=== uart_tx_param_flat ===
uart_tx_param_flat, sequential cells grouped by signal name:
The bar under the picture is 20 um long. Other sequential cells in the stronger gray, the rest of the logic in the fainter gray.
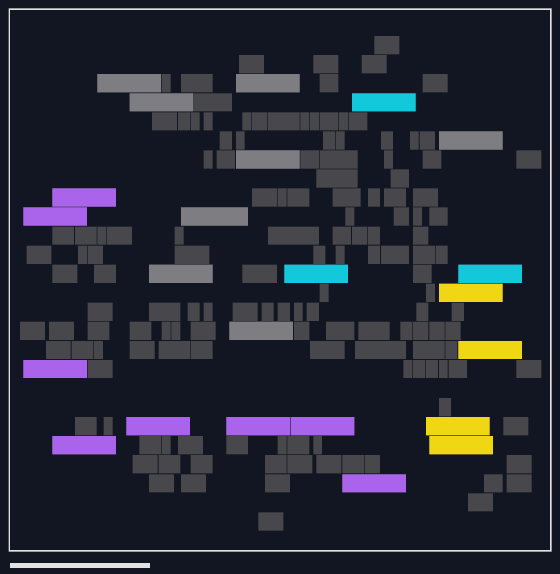

[src/rtl/uart_pkg.sv]
// Definitions shared by the UART transmitter and receiver: FSM states, parity modes, parity helper.
// The BREAK/BRK_MARK states exist only when UART_TX_BREAK_EN is defined.
package uart_pkg;

   localparam int MAX_DATA_BITS = 9;

   localparam logic [1:0] PAR_NONE = 2'b00;
   localparam logic [1:0] PAR_EVEN = 2'b01;
   localparam logic [1:0] PAR_ODD  = 2'b10;

   typedef enum logic [2:0] {
      ST_IDLE     = 3'd0,
      ST_START    = 3'd1,
      ST_DATA     = 3'd2,
      ST_PARITY   = 3'd3,
      ST_STOP     = 3'd4
`ifdef UART_TX_BREAK_EN
      ,
      ST_BREAK    = 3'd5,
      ST_BRK_MARK = 3'd6
`endif
   } uart_state_e;

   // Callers zero-extend narrower words; the extra zeros leave the XOR unchanged.
   function automatic logic parity_calc(input logic [MAX_DATA_BITS-1:0] data,
                                        input logic [1:0] mode);
      logic x_s;
      logic p_s;
      x_s = ^data;
      case (mode)
         PAR_EVEN: p_s = x_s;
         PAR_ODD:  p_s = ~x_s;
         PAR_NONE: p_s = 1'b0;
         default:  p_s = 1'b0;
      endcase
      return p_s;
   endfunction

endpackage

[src/rtl/uart_tx_param_if.sv]
// Source-side bus of the parametrised UART transmitter (handshake, word, tick, line status).
// i_break is present only when UART_TX_BREAK_EN is defined.
interface uart_tx_param_if #(
   parameter int DATA_BITS = 8
);
   logic                 i_tick;
   logic                 i_valid;
   logic [DATA_BITS-1:0] i_data;
   logic [1:0]           i_parity_mode;
`ifdef UART_TX_BREAK_EN
   logic                 i_break;
`endif
   logic                 o_ready;
   logic                 o_tx;
   logic                 o_active;
   logic                 o_done;
   logic [3:0]           o_bit_idx;

   modport slave (
      input  i_tick, i_valid, i_data, i_parity_mode,
`ifdef UART_TX_BREAK_EN
      input  i_break,
`endif
      output o_ready, o_tx, o_active, o_done, o_bit_idx
   );

   modport master (
      output i_tick, i_valid, i_data, i_parity_mode,
`ifdef UART_TX_BREAK_EN
      output i_break,
`endif
      input  o_ready, o_tx, o_active, o_done, o_bit_idx
   );
endinterface

[src/rtl/uart_tx_param.sv]
// Parametrised UART transmitter: start, DATA_BITS LSB-first, optional parity, STOP_BITS stop bits.
// Defining UART_TX_BREAK_EN adds a line-break generator driven by i_break.
module uart_tx_param
   import uart_pkg::*;
#(
   parameter int DATA_BITS  = 8,
   parameter int STOP_BITS  = 1,
   parameter bit IDLE_LEVEL = 1'b1
)(
   input logic             clk,
   input logic             rst_n,
   uart_tx_param_if.slave  bus
);

   localparam logic [3:0] IDX_LAST  = 4'(DATA_BITS - 1);
   localparam logic [1:0] STOP_LAST = 2'(STOP_BITS - 1);

   uart_state_e          state_r;
   logic [DATA_BITS-1:0] shift_r;
   logic [3:0]           idx_r;
   logic [1:0]           stop_cnt_r;
   logic                 par_en_r;
   logic                 par_bit_r;
   logic                 ready_r;
   logic                 tx_r;
   logic                 active_r;
   logic                 done_r;

   assign bus.o_ready   = ready_r;
   assign bus.o_tx      = tx_r;
   assign bus.o_active  = active_r;
   assign bus.o_done    = done_r;
   assign bus.o_bit_idx = idx_r;

   // Frame FSM with shift register, stop counter and registered line outputs.
   always_ff @(posedge clk or negedge rst_n) begin
      if (!rst_n) begin
         state_r    <= ST_IDLE;
         shift_r    <= '0;
         idx_r      <= 4'd0;
         stop_cnt_r <= 2'd0;
         par_en_r   <= 1'b0;
         par_bit_r  <= 1'b0;
         ready_r    <= 1'b0;
         tx_r       <= IDLE_LEVEL;
         active_r   <= 1'b0;
         done_r     <= 1'b0;
      end else begin
         done_r <= 1'b0;
         case (state_r)
            ST_IDLE: begin
`ifdef UART_TX_BREAK_EN
               if (bus.i_break) begin
                  state_r  <= ST_BREAK;
                  tx_r     <= ~IDLE_LEVEL;
                  ready_r  <= 1'b0;
                  active_r <= 1'b1;
               end else
`endif
               if (bus.i_valid && ready_r) begin
                  // Parity is resolved here so later i_data/i_parity_mode changes cannot leak in.
                  shift_r   <= bus.i_data;
                  par_en_r  <= (bus.i_parity_mode == PAR_EVEN) || (bus.i_parity_mode == PAR_ODD);
                  par_bit_r <= parity_calc(MAX_DATA_BITS'(bus.i_data), bus.i_parity_mode);
                  idx_r     <= 4'd0;
                  ready_r   <= 1'b0;
                  active_r  <= 1'b1;
                  tx_r      <= ~IDLE_LEVEL;
                  state_r   <= ST_START;
               end else begin
                  ready_r  <= 1'b1;
                  active_r <= 1'b0;
                  tx_r     <= IDLE_LEVEL;
               end
            end
            ST_START: begin
               if (bus.i_tick) begin
                  state_r <= ST_DATA;
                  idx_r   <= 4'd0;
                  tx_r    <= shift_r[0];
               end
            end
            ST_DATA: begin
               if (bus.i_tick) begin
                  if (idx_r == IDX_LAST) begin
                     if (par_en_r) begin
                        state_r <= ST_PARITY;
                        tx_r    <= par_bit_r;
                     end else begin
                        state_r    <= ST_STOP;
                        tx_r       <= IDLE_LEVEL;
                        stop_cnt_r <= 2'd0;
                     end
                  end else begin
                     idx_r   <= idx_r + 4'd1;
                     shift_r <= shift_r >> 1;
                     tx_r    <= shift_r[1];
                  end
               end
            end
            ST_PARITY: begin
               if (bus.i_tick) begin
                  state_r    <= ST_STOP;
                  tx_r       <= IDLE_LEVEL;
                  stop_cnt_r <= 2'd0;
               end
            end
            ST_STOP: begin
               if (bus.i_tick) begin
                  if (stop_cnt_r == STOP_LAST) begin
                     state_r  <= ST_IDLE;
                     active_r <= 1'b0;
                     done_r   <= 1'b1;
                     ready_r  <= 1'b1;
                  end else begin
                     stop_cnt_r <= stop_cnt_r + 2'd1;
                  end
               end
            end
`ifdef UART_TX_BREAK_EN
            ST_BREAK: begin
               if (!bus.i_break) begin
                  state_r    <= ST_BRK_MARK;
                  tx_r       <= IDLE_LEVEL;
                  stop_cnt_r <= 2'd0;
               end
            end
            ST_BRK_MARK: begin
               if (bus.i_tick) begin
                  if (stop_cnt_r == STOP_LAST) begin
                     state_r  <= ST_IDLE;
                     active_r <= 1'b0;
                     ready_r  <= 1'b1;
                  end else begin
                     stop_cnt_r <= stop_cnt_r + 2'd1;
                  end
               end
            end
`endif
            default: begin
               state_r  <= ST_IDLE;
               tx_r     <= IDLE_LEVEL;
               ready_r  <= 1'b0;
               active_r <= 1'b0;
            end
         endcase
      end
   end

endmodule
[src/flat_wrapper.sv]
// flat-port wrapper written by rule: the top's interface ports become plain ports
module uart_tx_param_flat import uart_pkg::*;
#(
   parameter int DATA_BITS  = 8,
   parameter int STOP_BITS  = 1,
   parameter bit IDLE_LEVEL = 1'b1
)
  (clk, rst_n, bus_i_tick, bus_i_valid, bus_i_data, bus_i_parity_mode, bus_o_ready, bus_o_tx, bus_o_active, bus_o_done, bus_o_bit_idx);
  uart_tx_param_if #(.DATA_BITS(DATA_BITS)) bus_i ();
  input logic clk;
  input logic rst_n;
  input wire logic [$bits(bus_i.i_tick)-1:0] bus_i_tick;
  input wire logic [$bits(bus_i.i_valid)-1:0] bus_i_valid;
  input wire logic [$bits(bus_i.i_data)-1:0] bus_i_data;
  input wire logic [$bits(bus_i.i_parity_mode)-1:0] bus_i_parity_mode;
  output wire logic [$bits(bus_i.o_ready)-1:0] bus_o_ready;
  output wire logic [$bits(bus_i.o_tx)-1:0] bus_o_tx;
  output wire logic [$bits(bus_i.o_active)-1:0] bus_o_active;
  output wire logic [$bits(bus_i.o_done)-1:0] bus_o_done;
  output wire logic [$bits(bus_i.o_bit_idx)-1:0] bus_o_bit_idx;
  assign bus_i.i_tick = bus_i_tick;
  assign bus_i.i_valid = bus_i_valid;
  assign bus_i.i_data = bus_i_data;
  assign bus_i.i_parity_mode = bus_i_parity_mode;
  assign bus_o_ready = bus_i.o_ready;
  assign bus_o_tx = bus_i.o_tx;
  assign bus_o_active = bus_i.o_active;
  assign bus_o_done = bus_i.o_done;
  assign bus_o_bit_idx = bus_i.o_bit_idx;
  uart_tx_param #(.DATA_BITS(DATA_BITS), .STOP_BITS(STOP_BITS), .IDLE_LEVEL(IDLE_LEVEL)) u_core (.clk(clk), .rst_n(rst_n), .bus(bus_i));
endmodule
[config.mk]
export PLATFORM = sky130hd
export DESIGN_NAME = uart_tx_param_flat
export DESIGN_NICKNAME = d
export VERILOG_FILES = /design/src/rtl/uart_pkg.sv /design/src/rtl/uart_tx_param_if.sv /design/src/rtl/uart_tx_param.sv /design/src/flat_wrapper.sv
export SDC_FILE = /design/constraint.sdc
export NUM_CORES = 1
export LEC_CHECK = 0
export CORE_UTILIZATION = 25
export DETAILED_ROUTE_END_ITERATION = 7
export PLACE_DENSITY_LB_ADDON = 0.05
export REMOVE_ABC_BUFFERS = 1
export SYNTH_ARGS = -nofsm -noshare
export SYNTH_HDL_FRONTEND = slang
export SYNTH_SLANG_ARGS = --single-unit
export TNS_END_PERCENT = 50
[constraint.sdc]
create_clock -name clk -period 2.25 [get_ports clk]
set_input_delay 0.675 -clock clk [delete_from_list [all_inputs] [get_ports clk]]
set_output_delay 0.675 -clock clk [all_outputs]
set_load 0.03 [all_outputs]
=== ttt_sweep_scheduler ===
[src/rtl/ttt_sweep_scheduler.sv]
// ttt_sweep_scheduler
// Drives the shared tick-tock-token neuron datapath across a bank of
// time-multiplexed neurons. A sweep issues one TICK command per active neuron,
// then one TOCK command per active neuron. Addresses that fire on a TOCK are
// queued in a small first-word-fall-through spike FIFO for the output encoder.
//
// Ports
//   clk, rst_n          clock, asynchronous active-low reset
//   ena                 design enable; low stalls issue of new commands
//   start, num_active   sweep request and neuron count (sampled on accept)
//   busy, done, overrun sweep status; done/overrun are one-cycle pulses
//   dp_valid/dp_ready   command handshake to the datapath
//   dp_addr, dp_phase   command payload (phase 0 = TICK, 1 = TOCK)
//   dp_spike            fire flag, sampled on an accepted TOCK
//   spk_valid/spk_ready spike FIFO head handshake
//   spk_addr            spike FIFO head entry
module ttt_sweep_scheduler #(
  parameter int ADDR_W     = 4,
  parameter int FIFO_DEPTH = 4
) (
  input  logic              clk,
  input  logic              rst_n,
  input  logic              ena,
  input  logic              start,
  input  logic [ADDR_W:0]   num_active,
  output logic              busy,
  output logic              done,
  output logic              overrun,
  output logic              dp_valid,
  input  logic              dp_ready,
  output logic [ADDR_W-1:0] dp_addr,
  output logic              dp_phase,
  input  logic              dp_spike,
  output logic              spk_valid,
  output logic [ADDR_W-1:0] spk_addr,
  input  logic              spk_ready
);

  localparam int PTR_W = $clog2(FIFO_DEPTH);
  localparam logic [PTR_W:0] DEPTH_C = (PTR_W+1)'(FIFO_DEPTH);

  typedef enum logic [1:0] {IDLE, TICK, TOCK, FIN} state_e;

  state_e                               state_q, state_d;
  logic [ADDR_W:0]                      n_q, n_d;
  logic [ADDR_W:0]                      addr_q, addr_d;
  logic                                 pend_q, pend_d;
  logic                                 overrun_q, overrun_d;
  logic [FIFO_DEPTH-1:0][ADDR_W-1:0]    mem_q, mem_d;
  logic [PTR_W-1:0]                     wr_q, wr_d, rd_q, rd_d;
  logic [PTR_W:0]                       cnt_q, cnt_d;

  logic xfer, last, push, pop, fifo_room;

  assign fifo_room = (cnt_q < DEPTH_C);
  // addr is one bit wider than dp_addr so N = 2^ADDR_W compares cleanly.
  assign last      = (addr_q == (n_q - (ADDR_W+1)'(1)));

  // Command issue. pend_q remembers an offered-but-not-taken command so that
  // ena dropping or the FIFO filling can never retract it.
  always_comb begin
    dp_valid = 1'b0;
    unique case (state_q)
      TICK:    dp_valid = pend_q | ena;
      TOCK:    dp_valid = pend_q | (ena & fifo_room);
      default: dp_valid = 1'b0;
    endcase
  end

  assign xfer     = dp_valid & dp_ready;
  assign dp_addr  = addr_q[ADDR_W-1:0];
  assign dp_phase = (state_q == TOCK);
  assign busy     = (state_q == TICK) || (state_q == TOCK);
  assign done     = (state_q == FIN);
  assign overrun  = overrun_q;

  // Sweep sequencer.
  always_comb begin
    state_d   = state_q;
    n_d       = n_q;
    addr_d    = addr_q;
    pend_d    = dp_valid & ~dp_ready;
    overrun_d = start & (state_q != IDLE);
    unique case (state_q)
      IDLE: begin
        if (start) begin
          n_d     = num_active;
          addr_d  = '0;
          state_d = (num_active == '0) ? FIN : TICK;
        end
      end
      TICK: begin
        if (xfer) begin
          if (last) begin
            addr_d  = '0;
            state_d = TOCK;
          end else begin
            addr_d = addr_q + (ADDR_W+1)'(1);
          end
        end
      end
      TOCK: begin
        if (xfer) begin
          if (last) begin
            addr_d  = '0;
            state_d = FIN;
          end else begin
            addr_d = addr_q + (ADDR_W+1)'(1);
          end
        end
      end
      FIN:     state_d = IDLE;
      default: state_d = IDLE;
    endcase
  end

  // Spike FIFO. Full-push cannot happen: TOCK issue is gated on fifo_room.
  assign push      = xfer & (state_q == TOCK) & dp_spike;
  assign spk_valid = (cnt_q != '0);
  assign pop       = spk_valid & spk_ready;
  assign spk_addr  = mem_q[rd_q];

  always_comb begin
    mem_d = mem_q;
    wr_d  = wr_q;
    rd_d  = rd_q;
    cnt_d = cnt_q;
    if (push) begin
      mem_d[wr_q] = dp_addr;
      wr_d        = wr_q + PTR_W'(1);
    end
    if (pop) rd_d = rd_q + PTR_W'(1);
    if (push && !pop)      cnt_d = cnt_q + (PTR_W+1)'(1);
    else if (!push && pop) cnt_d = cnt_q - (PTR_W+1)'(1);
  end

  always_ff @(posedge clk or negedge rst_n) begin
    if (!rst_n) begin
      state_q   <= IDLE;
      n_q       <= '0;
      addr_q    <= '0;
      pend_q    <= 1'b0;
      overrun_q <= 1'b0;
      mem_q     <= '0;
      wr_q      <= '0;
      rd_q      <= '0;
      cnt_q     <= '0;
    end else begin
      state_q   <= state_d;
      n_q       <= n_d;
      addr_q    <= addr_d;
      pend_q    <= pend_d;
      overrun_q <= overrun_d;
      mem_q     <= mem_d;
      wr_q      <= wr_d;
      rd_q      <= rd_d;
      cnt_q     <= cnt_d;
    end
  end

endmodule

[config.mk]
export PLATFORM = sky130hd
export DESIGN_NAME = ttt_sweep_scheduler
export DESIGN_NICKNAME = d
export VERILOG_FILES = /design/src/rtl/ttt_sweep_scheduler.sv
export SDC_FILE = /design/constraint.sdc
export NUM_CORES = 1
export LEC_CHECK = 0
export ABC_AREA = 0
export CAP_MARGIN = 20
export CORE_UTILIZATION = 50
export CTS_CLUSTER_DIAMETER = 200
export DETAILED_ROUTE_END_ITERATION = 12
export PLACE_DENSITY = 0.74
export SLEW_MARGIN = 25
export SYNTH_ARGS = -nofsm -noshare
export SYNTH_HDL_FRONTEND = slang
export SYNTH_SLANG_ARGS = --single-unit
[constraint.sdc]
create_clock -name clk -period 4.8 [get_ports clk]
set_input_delay 0.96 -clock clk [delete_from_list [all_inputs] [get_ports clk]]
set_output_delay 0.96 -clock clk [all_outputs]
set_load 0.01 [all_outputs]
=== peripheral_adder_arbiter ===
[config.mk]
export PLATFORM = sky130hd
export DESIGN_NAME = peripheral_adder_arbiter
export DESIGN_NICKNAME = d
export VERILOG_FILES = /design/src/rtl/peripheral_adder_arb_pkg.sv /design/src/rtl/peripheral_rr_picker.sv /design/src/rtl/peripheral_adder_arbiter.sv
export SDC_FILE = /design/constraint.sdc
export NUM_CORES = 1
export LEC_CHECK = 0
export CAP_MARGIN = 15
export CORE_ASPECT_RATIO = 1.25
export CORE_MARGIN = 5
export CORE_UTILIZATION = 45
export CTS_CLUSTER_SIZE = 28
export DETAILED_ROUTE_END_ITERATION = 16
export PLACE_DENSITY_LB_ADDON = 0.12
export SLEW_MARGIN = 10
export SYNTH_ARGS = -nofsm -noshare
export SYNTH_HDL_FRONTEND = slang
export SYNTH_HIERARCHICAL = 1
export SYNTH_SLANG_ARGS = --single-unit
[constraint.sdc]
create_clock -name clk -period 8.9 [get_ports clk]
set_input_delay 1.335 -clock clk [delete_from_list [all_inputs] [get_ports clk]]
set_output_delay 1.335 -clock clk [all_outputs]
set_load 0.01 [all_outputs]
[src/rtl/peripheral_adder_arb_pkg.sv]
// Shared types and constants for the peripheral adder arbiter.
// Optional result checker is enabled by defining PERIPHERAL_ADDER_ARB_CHECK_EN.
package peripheral_adder_arb_pkg;

    typedef enum logic [1:0] {
        IDLE  = 2'd0,
        ISSUE = 2'd1,
        RESP  = 2'd2
    } arb_state_t;

    localparam int DEF_NUM_REQ   = 4;
    localparam int DEF_DATA_W    = 4;
    localparam int DEF_ADDER_LAT = 0;

    // Index width for n items, never narrower than one bit.
    function automatic int id_w(input int n);
        return (n <= 2) ? 1 : $clog2(n);
    endfunction

endpackage

[src/rtl/peripheral_rr_picker.sv]
// Combinational round-robin picker: first set request at or after ptr, wrapping.
module peripheral_rr_picker
    import peripheral_adder_arb_pkg::*;
#(
    parameter  int NUM_REQ = DEF_NUM_REQ,
    localparam int IW      = id_w(NUM_REQ)
) (
    input  logic [NUM_REQ-1:0] req,
    input  logic [IW-1:0]      ptr,
    output logic [NUM_REQ-1:0] grant,
    output logic [IW-1:0]      idx,
    output logic               any
);

    logic [IW-1:0] cand;

    // Walk the requesters starting at the pointer and keep the first hit.
    always_comb begin
        grant = '0;
        idx   = '0;
        any   = 1'b0;
        cand  = '0;
        for (int k = 0; k < NUM_REQ; k++) begin
            cand = IW'((int'(ptr) + k) % NUM_REQ);
            if (!any && req[cand]) begin
                any         = 1'b1;
                grant[cand] = 1'b1;
                idx         = cand;
            end
        end
    end

endmodule

[src/rtl/peripheral_adder_arbiter.sv]
// Round-robin arbiter sharing one adder between NUM_REQ requesters.
// Each operation runs IDLE -> ISSUE (ADDER_LAT+1 cycles) -> RESP.
// Define PERIPHERAL_ADDER_ARB_CHECK_EN to enable the sticky result checker (chk_err).
module peripheral_adder_arbiter
    import peripheral_adder_arb_pkg::*;
#(
    parameter  int NUM_REQ   = DEF_NUM_REQ,
    parameter  int DATA_W    = DEF_DATA_W,
    parameter  int ADDER_LAT = DEF_ADDER_LAT,
    localparam int IW        = id_w(NUM_REQ)
) (
    input  logic                      clk,
    input  logic                      reset,
    input  logic [NUM_REQ-1:0]        req_valid,
    output logic [NUM_REQ-1:0]        req_ready,
    input  logic [NUM_REQ*DATA_W-1:0] req_x,
    input  logic [NUM_REQ*DATA_W-1:0] req_y,
    input  logic [NUM_REQ-1:0]        req_cin,
    output logic                      rsp_valid,
    input  logic                      rsp_ready,
    output logic [IW-1:0]             rsp_id,
    output logic [DATA_W-1:0]         rsp_sum,
    output logic                      rsp_cout,
    output logic [DATA_W-1:0]         add_x,
    output logic [DATA_W-1:0]         add_y,
    output logic                      add_cin,
    input  logic [DATA_W-1:0]         add_sum,
    input  logic                      add_cout,
    output logic                      busy,
    output logic                      chk_err
);

    localparam int CW = id_w(ADDER_LAT + 1);

    arb_state_t          state, state_next;
    logic [IW-1:0]       rr_ptr;
    logic [CW-1:0]       wait_cnt;
    logic [NUM_REQ-1:0]  pick_grant;
    logic [IW-1:0]       pick_idx;
    logic                pick_any;
    logic                accept;
    logic                capture;

    peripheral_rr_picker #(
        .NUM_REQ (NUM_REQ)
    ) u_picker (
        .req   (req_valid),
        .ptr   (rr_ptr),
        .grant (pick_grant),
        .idx   (pick_idx),
        .any   (pick_any)
    );

    assign rsp_valid = (state == RESP);
    assign busy      = (state != IDLE);

    // State register.
    always_ff @(posedge clk or negedge reset) begin
        if (!reset) state <= IDLE;
        else        state <= state_next;
    end

    // Next-state logic plus the accept/capture strobes and the grant to requesters.
    always_comb begin
        state_next = state;
        req_ready  = '0;
        accept     = 1'b0;
        capture    = 1'b0;
        case (state)
            IDLE: begin
                if (pick_any && reset) begin
                    req_ready  = pick_grant;
                    accept     = 1'b1;
                    state_next = ISSUE;
                end
            end
            ISSUE: begin
                if (wait_cnt == '0) begin
                    capture    = 1'b1;
                    state_next = RESP;
                end
            end
            RESP: begin
                if (rsp_ready) state_next = IDLE;
            end
            default: state_next = IDLE;
        endcase
    end

    // Operand latch, latency countdown, result capture and pointer advance.
    always_ff @(posedge clk or negedge reset) begin
        if (!reset) begin
            add_x    <= '0;
            add_y    <= '0;
            add_cin  <= 1'b0;
            rsp_id   <= '0;
            rsp_sum  <= '0;
            rsp_cout <= 1'b0;
            wait_cnt <= '0;
            rr_ptr   <= '0;
        end else begin
            if (accept) begin
                add_x    <= req_x[pick_idx*DATA_W +: DATA_W];
                add_y    <= req_y[pick_idx*DATA_W +: DATA_W];
                add_cin  <= req_cin[pick_idx];
                rsp_id   <= pick_idx;
                wait_cnt <= CW'(ADDER_LAT);
            end else if (state == ISSUE && !capture) begin
                wait_cnt <= wait_cnt - 1'b1;
            end
            if (capture) begin
                rsp_sum  <= add_sum;
                rsp_cout <= add_cout;
            end
            if (rsp_valid && rsp_ready) begin
                rr_ptr <= (rsp_id == IW'(NUM_REQ - 1)) ? '0 : rsp_id + 1'b1;
            end
        end
    end

`ifdef PERIPHERAL_ADDER_ARB_CHECK_EN
    logic [DATA_W:0] chk_expect;
    logic            chk_flag;

    assign chk_expect = {1'b0, add_x} + {1'b0, add_y} + {{DATA_W{1'b0}}, add_cin};
    assign chk_err    = chk_flag;

    // Sticky flag set when the adder result disagrees with the local sum at capture.
    always_ff @(posedge clk or negedge reset) begin
        if (!reset) chk_flag <= 1'b0;
        else if (capture && ({add_cout, add_sum} != chk_expect)) chk_flag <= 1'b1;
    end
`else
    assign chk_err = 1'b0;
`endif

endmodule


==> screenshots <==
I/O nets highlighted.
The bar under the picture is 20 um long.
panel A
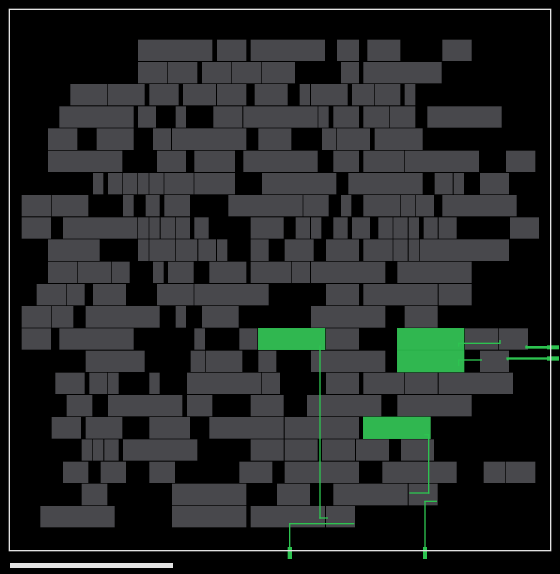
panel B
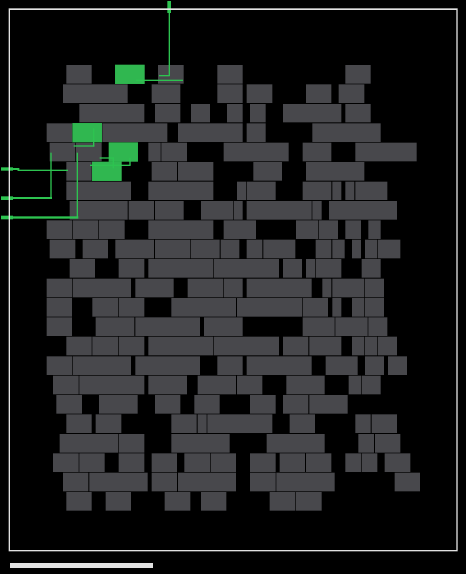
panel C
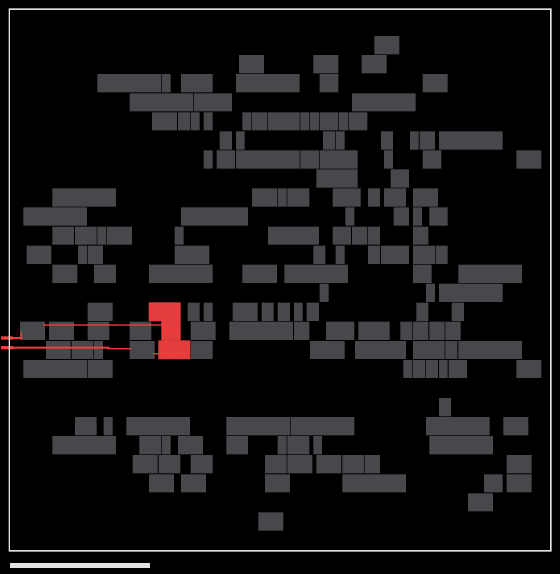
Panel A comes from ttt_sweep_scheduler.
Panel B comes from peripheral_adder_arbiter.
Panel C comes from uart_tx_param_flat.

Key to panel A:
- spk_addr: green (direction output; edge 2 south, 2 east; end cells 4; buffers 4; wire 66.5 um)

peripheral_adder_arbiter, signal wires by layer:
Only two layers are drawn.
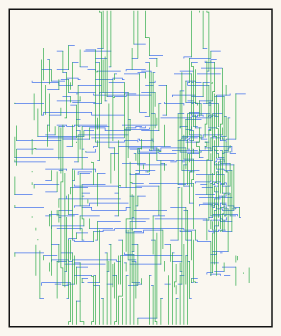
- M2: green (wire length 2,180 um)
- M1: blue (wire length 1,220 um)
final wirelength: 3.70 mm
wire per inst: 17.0 um
Total GRT Usage: 16.0%
routed via count: 1,229

peripheral_adder_arbiter, close-up of the layout:
Region (0, 36) to (40, 76) um. Cells in gray, sequential cells in the stronger gray; small squares are vias.
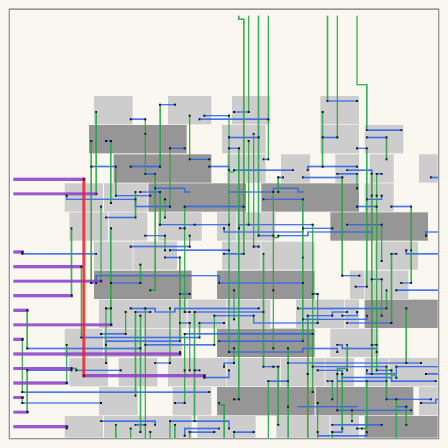
- M3: purple
- M4: red
- M1: blue
- M2: green
- sequential cells in the window: 12
- cells with their middle in the window: 63
- netlist names of flops here include: rsp_sum (4), rr_ptr (2), state (2)
- most frequent: clkdlybuf4s50_1 (21), dfrtp_1 (12), mux2_2 (9)

==> out/results.ini, peripheral_adder_arbiter <==
[outcome]
status = completed

[die]
die_h_um = 75.7
die-area_mm2 = 0.00473

[cts]
worstSkewPairLatency_ns = 0.25
htreeDepth = 1

[routing]
ant_nets = 0
route.detailed.drc = 0

[sta]
worst_slack_ns = 3.45
setup_tns_ns = 0

[cells_and_area]
area_growth_pct = 46.7
logic_gates = 81
fin_area_mm2 = 0.00228
n_fill_cell = 260

[global_routing]
met3_usage_pct = 2.95
antenna_found_initial = 0

[worst_hold_path]
hp-class = flip-flop to flip-flop

[place]
dp_cells = 214

[yosys]
ys_area_mm2 = 0.00155

[power]
swShare_pct = 37.5
maxPowerGroup = combinational logic
p_seq_share_pct = 23.2
p_leak_nw = 0.931

[flow_run]
warnings = 30

[setup_path]
worst_path_largest_cell_delay_ns = 0.65

[peripheral_adder_arbiter: cells in the final DEF (no fill, tap or decap), drive strengths merged]
cell,n
mux2i,1
inv,5
conb,1
buf,1
nand3b,1
nand2,1
mux4,13
nor3,1
and4bb,1
mux2,20
nand2b,1
clkinv,1
and2b,1
nor2,3
o211ai,1
a22oi,8
o31ai,1
nor4b,1
dfrtp,21
nor3b,2
nor2b,2
o21ai,5
ha,6
a32o,1
nor4,1
o311ai,1
a21oi,1
or2,1
a21o,2
clkdlybuf4s50,69
clkbuf,3
and2,4
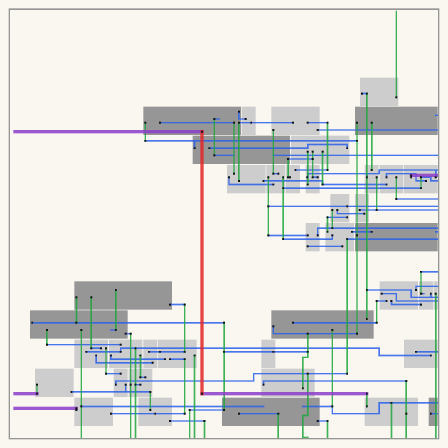
uart_tx_param_flat: close-up of the layout
Region (0, 37) to (40, 77) um. Cells in gray, sequential cells in the stronger gray; small squares are vias.
- M3: purple
- M1: blue
- M4: red
- M2: green
- netlist names of flops here include: u_core.shift_r (2), u_core.stop_cnt_r (2)
- most frequent: dfrtp_1 (7), inv_1 (4), nor2_1 (4)
- cells with their middle in the window: 37
- sequential cells in the window: 8

Notes on 'sequential cells grouped by signal name' of uart_tx_param_flat above:
- u_core.bus.o_bit_idx: yellow (placed flops 4)
- u_core.state_r: cyan (placed flops 3)
- u_core.shift_r: purple (placed flops 8)
- not colored: 8
Power Sequential: 0.771 mW
final core occ: 33.5%
Reg area: 577 um^2
flop share of the area: 32.6%

==> out/results.ini, uart_tx_param_flat <==
[sta]
slew_headroom_pct = 60.7
min_period_ns = 2.16

[yosys]
simple_gate_area_share_pct = 20.3
ys_area_mm2 = 0.00141
ys_sh_mux_pct = 9.58
ys_cells = 140

[routing]
routed.top_layer = met4
dr_wl_met3_um = 101

[global_routing]
grt_pass1_wl_mm = 5.06
top_usage_layer = met2
antenna_found_initial = 0

[setup_path]
crit_cells = 1
critical_path.startpoint = u_core.bus.o_tx

[power]
p_switching_mw = 0.922
vdd_drop_max_mv = 0.401

[outcome]
status = completed

-- uart_tx_param_flat: cell type report --
| class | count | area (um^2) |
|---|---|---|
| tap | 70 | 87.6 |
| clock buffer | 4 | 45.0 |
| multi-input combinational | 104 | 761 |
| sequential | 23 | 577 |
| timing repair buffer | 27 | 268 |
| fill | 556 | 3500 |
| inverter | 8 | 30.0 |
-- uart_tx_param_flat: through the flow --
stage	instances	power [mW]
floorplan	135	1.53
global placement	232	1.88
detailed placement	232	1.89
CTS	236	2.17
global route	236	2.32
finish	236	2.13
ttt_sweep_scheduler, close-up of the layout:
Region (0, 26) to (40, 66) um. Cells in gray, sequential cells in the stronger gray; small squares are vias.
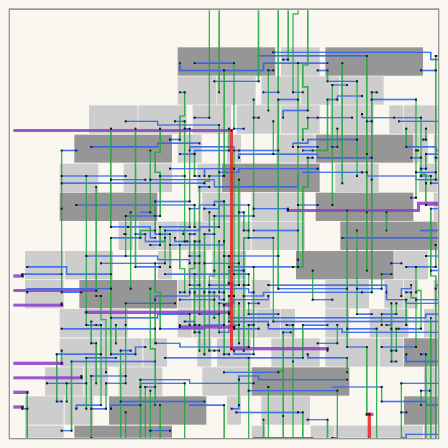
- M2: green
- M1: blue
- M3: purple
- M4: red
- sequential cells in the window: 12
- most frequent: clkdlybuf4s50_1 (13), dfrtp_1 (12), ha_1 (8)
- cells with their middle in the window: 83
- netlist names of flops here include: n_q (5), state_q (2)

==> out/results.ini, ttt_sweep_scheduler <==
[flow_run]
maxCapViolations = 0

[global_routing]
grt_max_degree = 38
grt_pass1_vias = 1462

[cells_and_area]
finalNonFillerCells = 242
antenna_cells = 0
top_register = mem_q
buffer_area_share_pct = 10.6
n_fill_cell = 305
largest_reg_flops = 16
seq_share_pct = 38.1
largest_class = logic gates
inverters = 9

[setup_path]
cp_data_required_time_ns = 3.84
rrSetupSlack_ns = 1.82
critPathMostFrequentCell = clkdlybuf4s50_1
crit_cells = 4

[sta]
finalClockPeriodUsage_pct = 67.2
hold_viol = 0
rsz0062_at_grt = no

[place]
post-place-ws_ns = 1.29
io_buffer_count = 25

[routing]
ant_nets = 0
wl_per_cell_um = 16.5
wl_mm = 3.98
routed_via_density = 5.64
first_pass_iters = 4
dr_wl_met2_mm = 2.03

[die]
dieWidth_um = 66.1

[power]
p_leak_nw = 1.08
total_power_mw = 1.45
p_seq_share_pct = 36.7
clkPwrFrac_pct = 19.1
maxPowerGroup = combinational logic
vdd_drop_max_mv = 0.463
pg_seq_mw = 0.532

[yosys]
yosysWarnings = 0
edf_count = 0
ys_cells = 169

[cts]
clockBufferDepth = 2
cts_tree = built
clk_pin_slew_worst_paths_ns = 0.07
worstSkewPairLatency_ns = 0.29

[outcome]
status = completed

ttt_sweep_scheduler: cells by family (layout without fill, tap and decap cells):
| group | count (synthesis) | count (layout) | synth area share, % |
|---|---|---|---|
| and+or+nand+nor | 38 | 38 | 10.1 |
| DFF | 37 | 37 | 45.0 |
| muxes | 29 | 29 | 17.9 |
| AOI/OAI and AO/OA | 23 | 23 | 9.19 |
| buffers and inverters | 18 | 43 | 4.68 |
| adders and majority gates | 12 | 12 | 7.66 |
| xor gates and xnor gates | 12 | 12 | 5.47 |


==> screenshots <==
Clock wiring as the flow saved it.
(a)
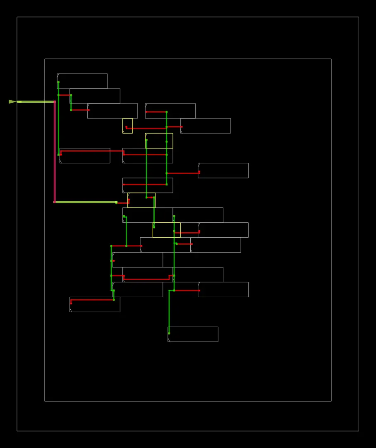
(b)
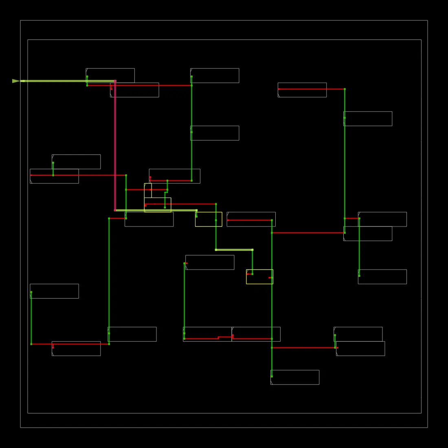
(c)
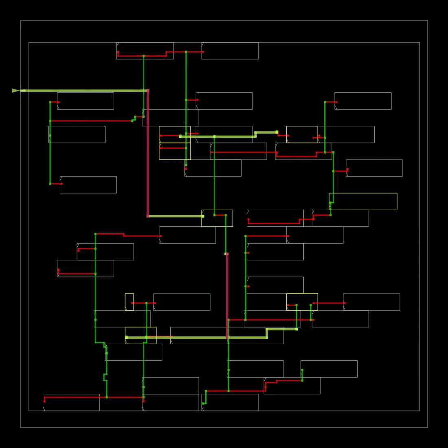
(c) comes from ttt_sweep_scheduler.
(b) comes from uart_tx_param_flat.
(a) comes from peripheral_adder_arbiter.

No activity file was given, so power comes from the tool's default toggle rates.
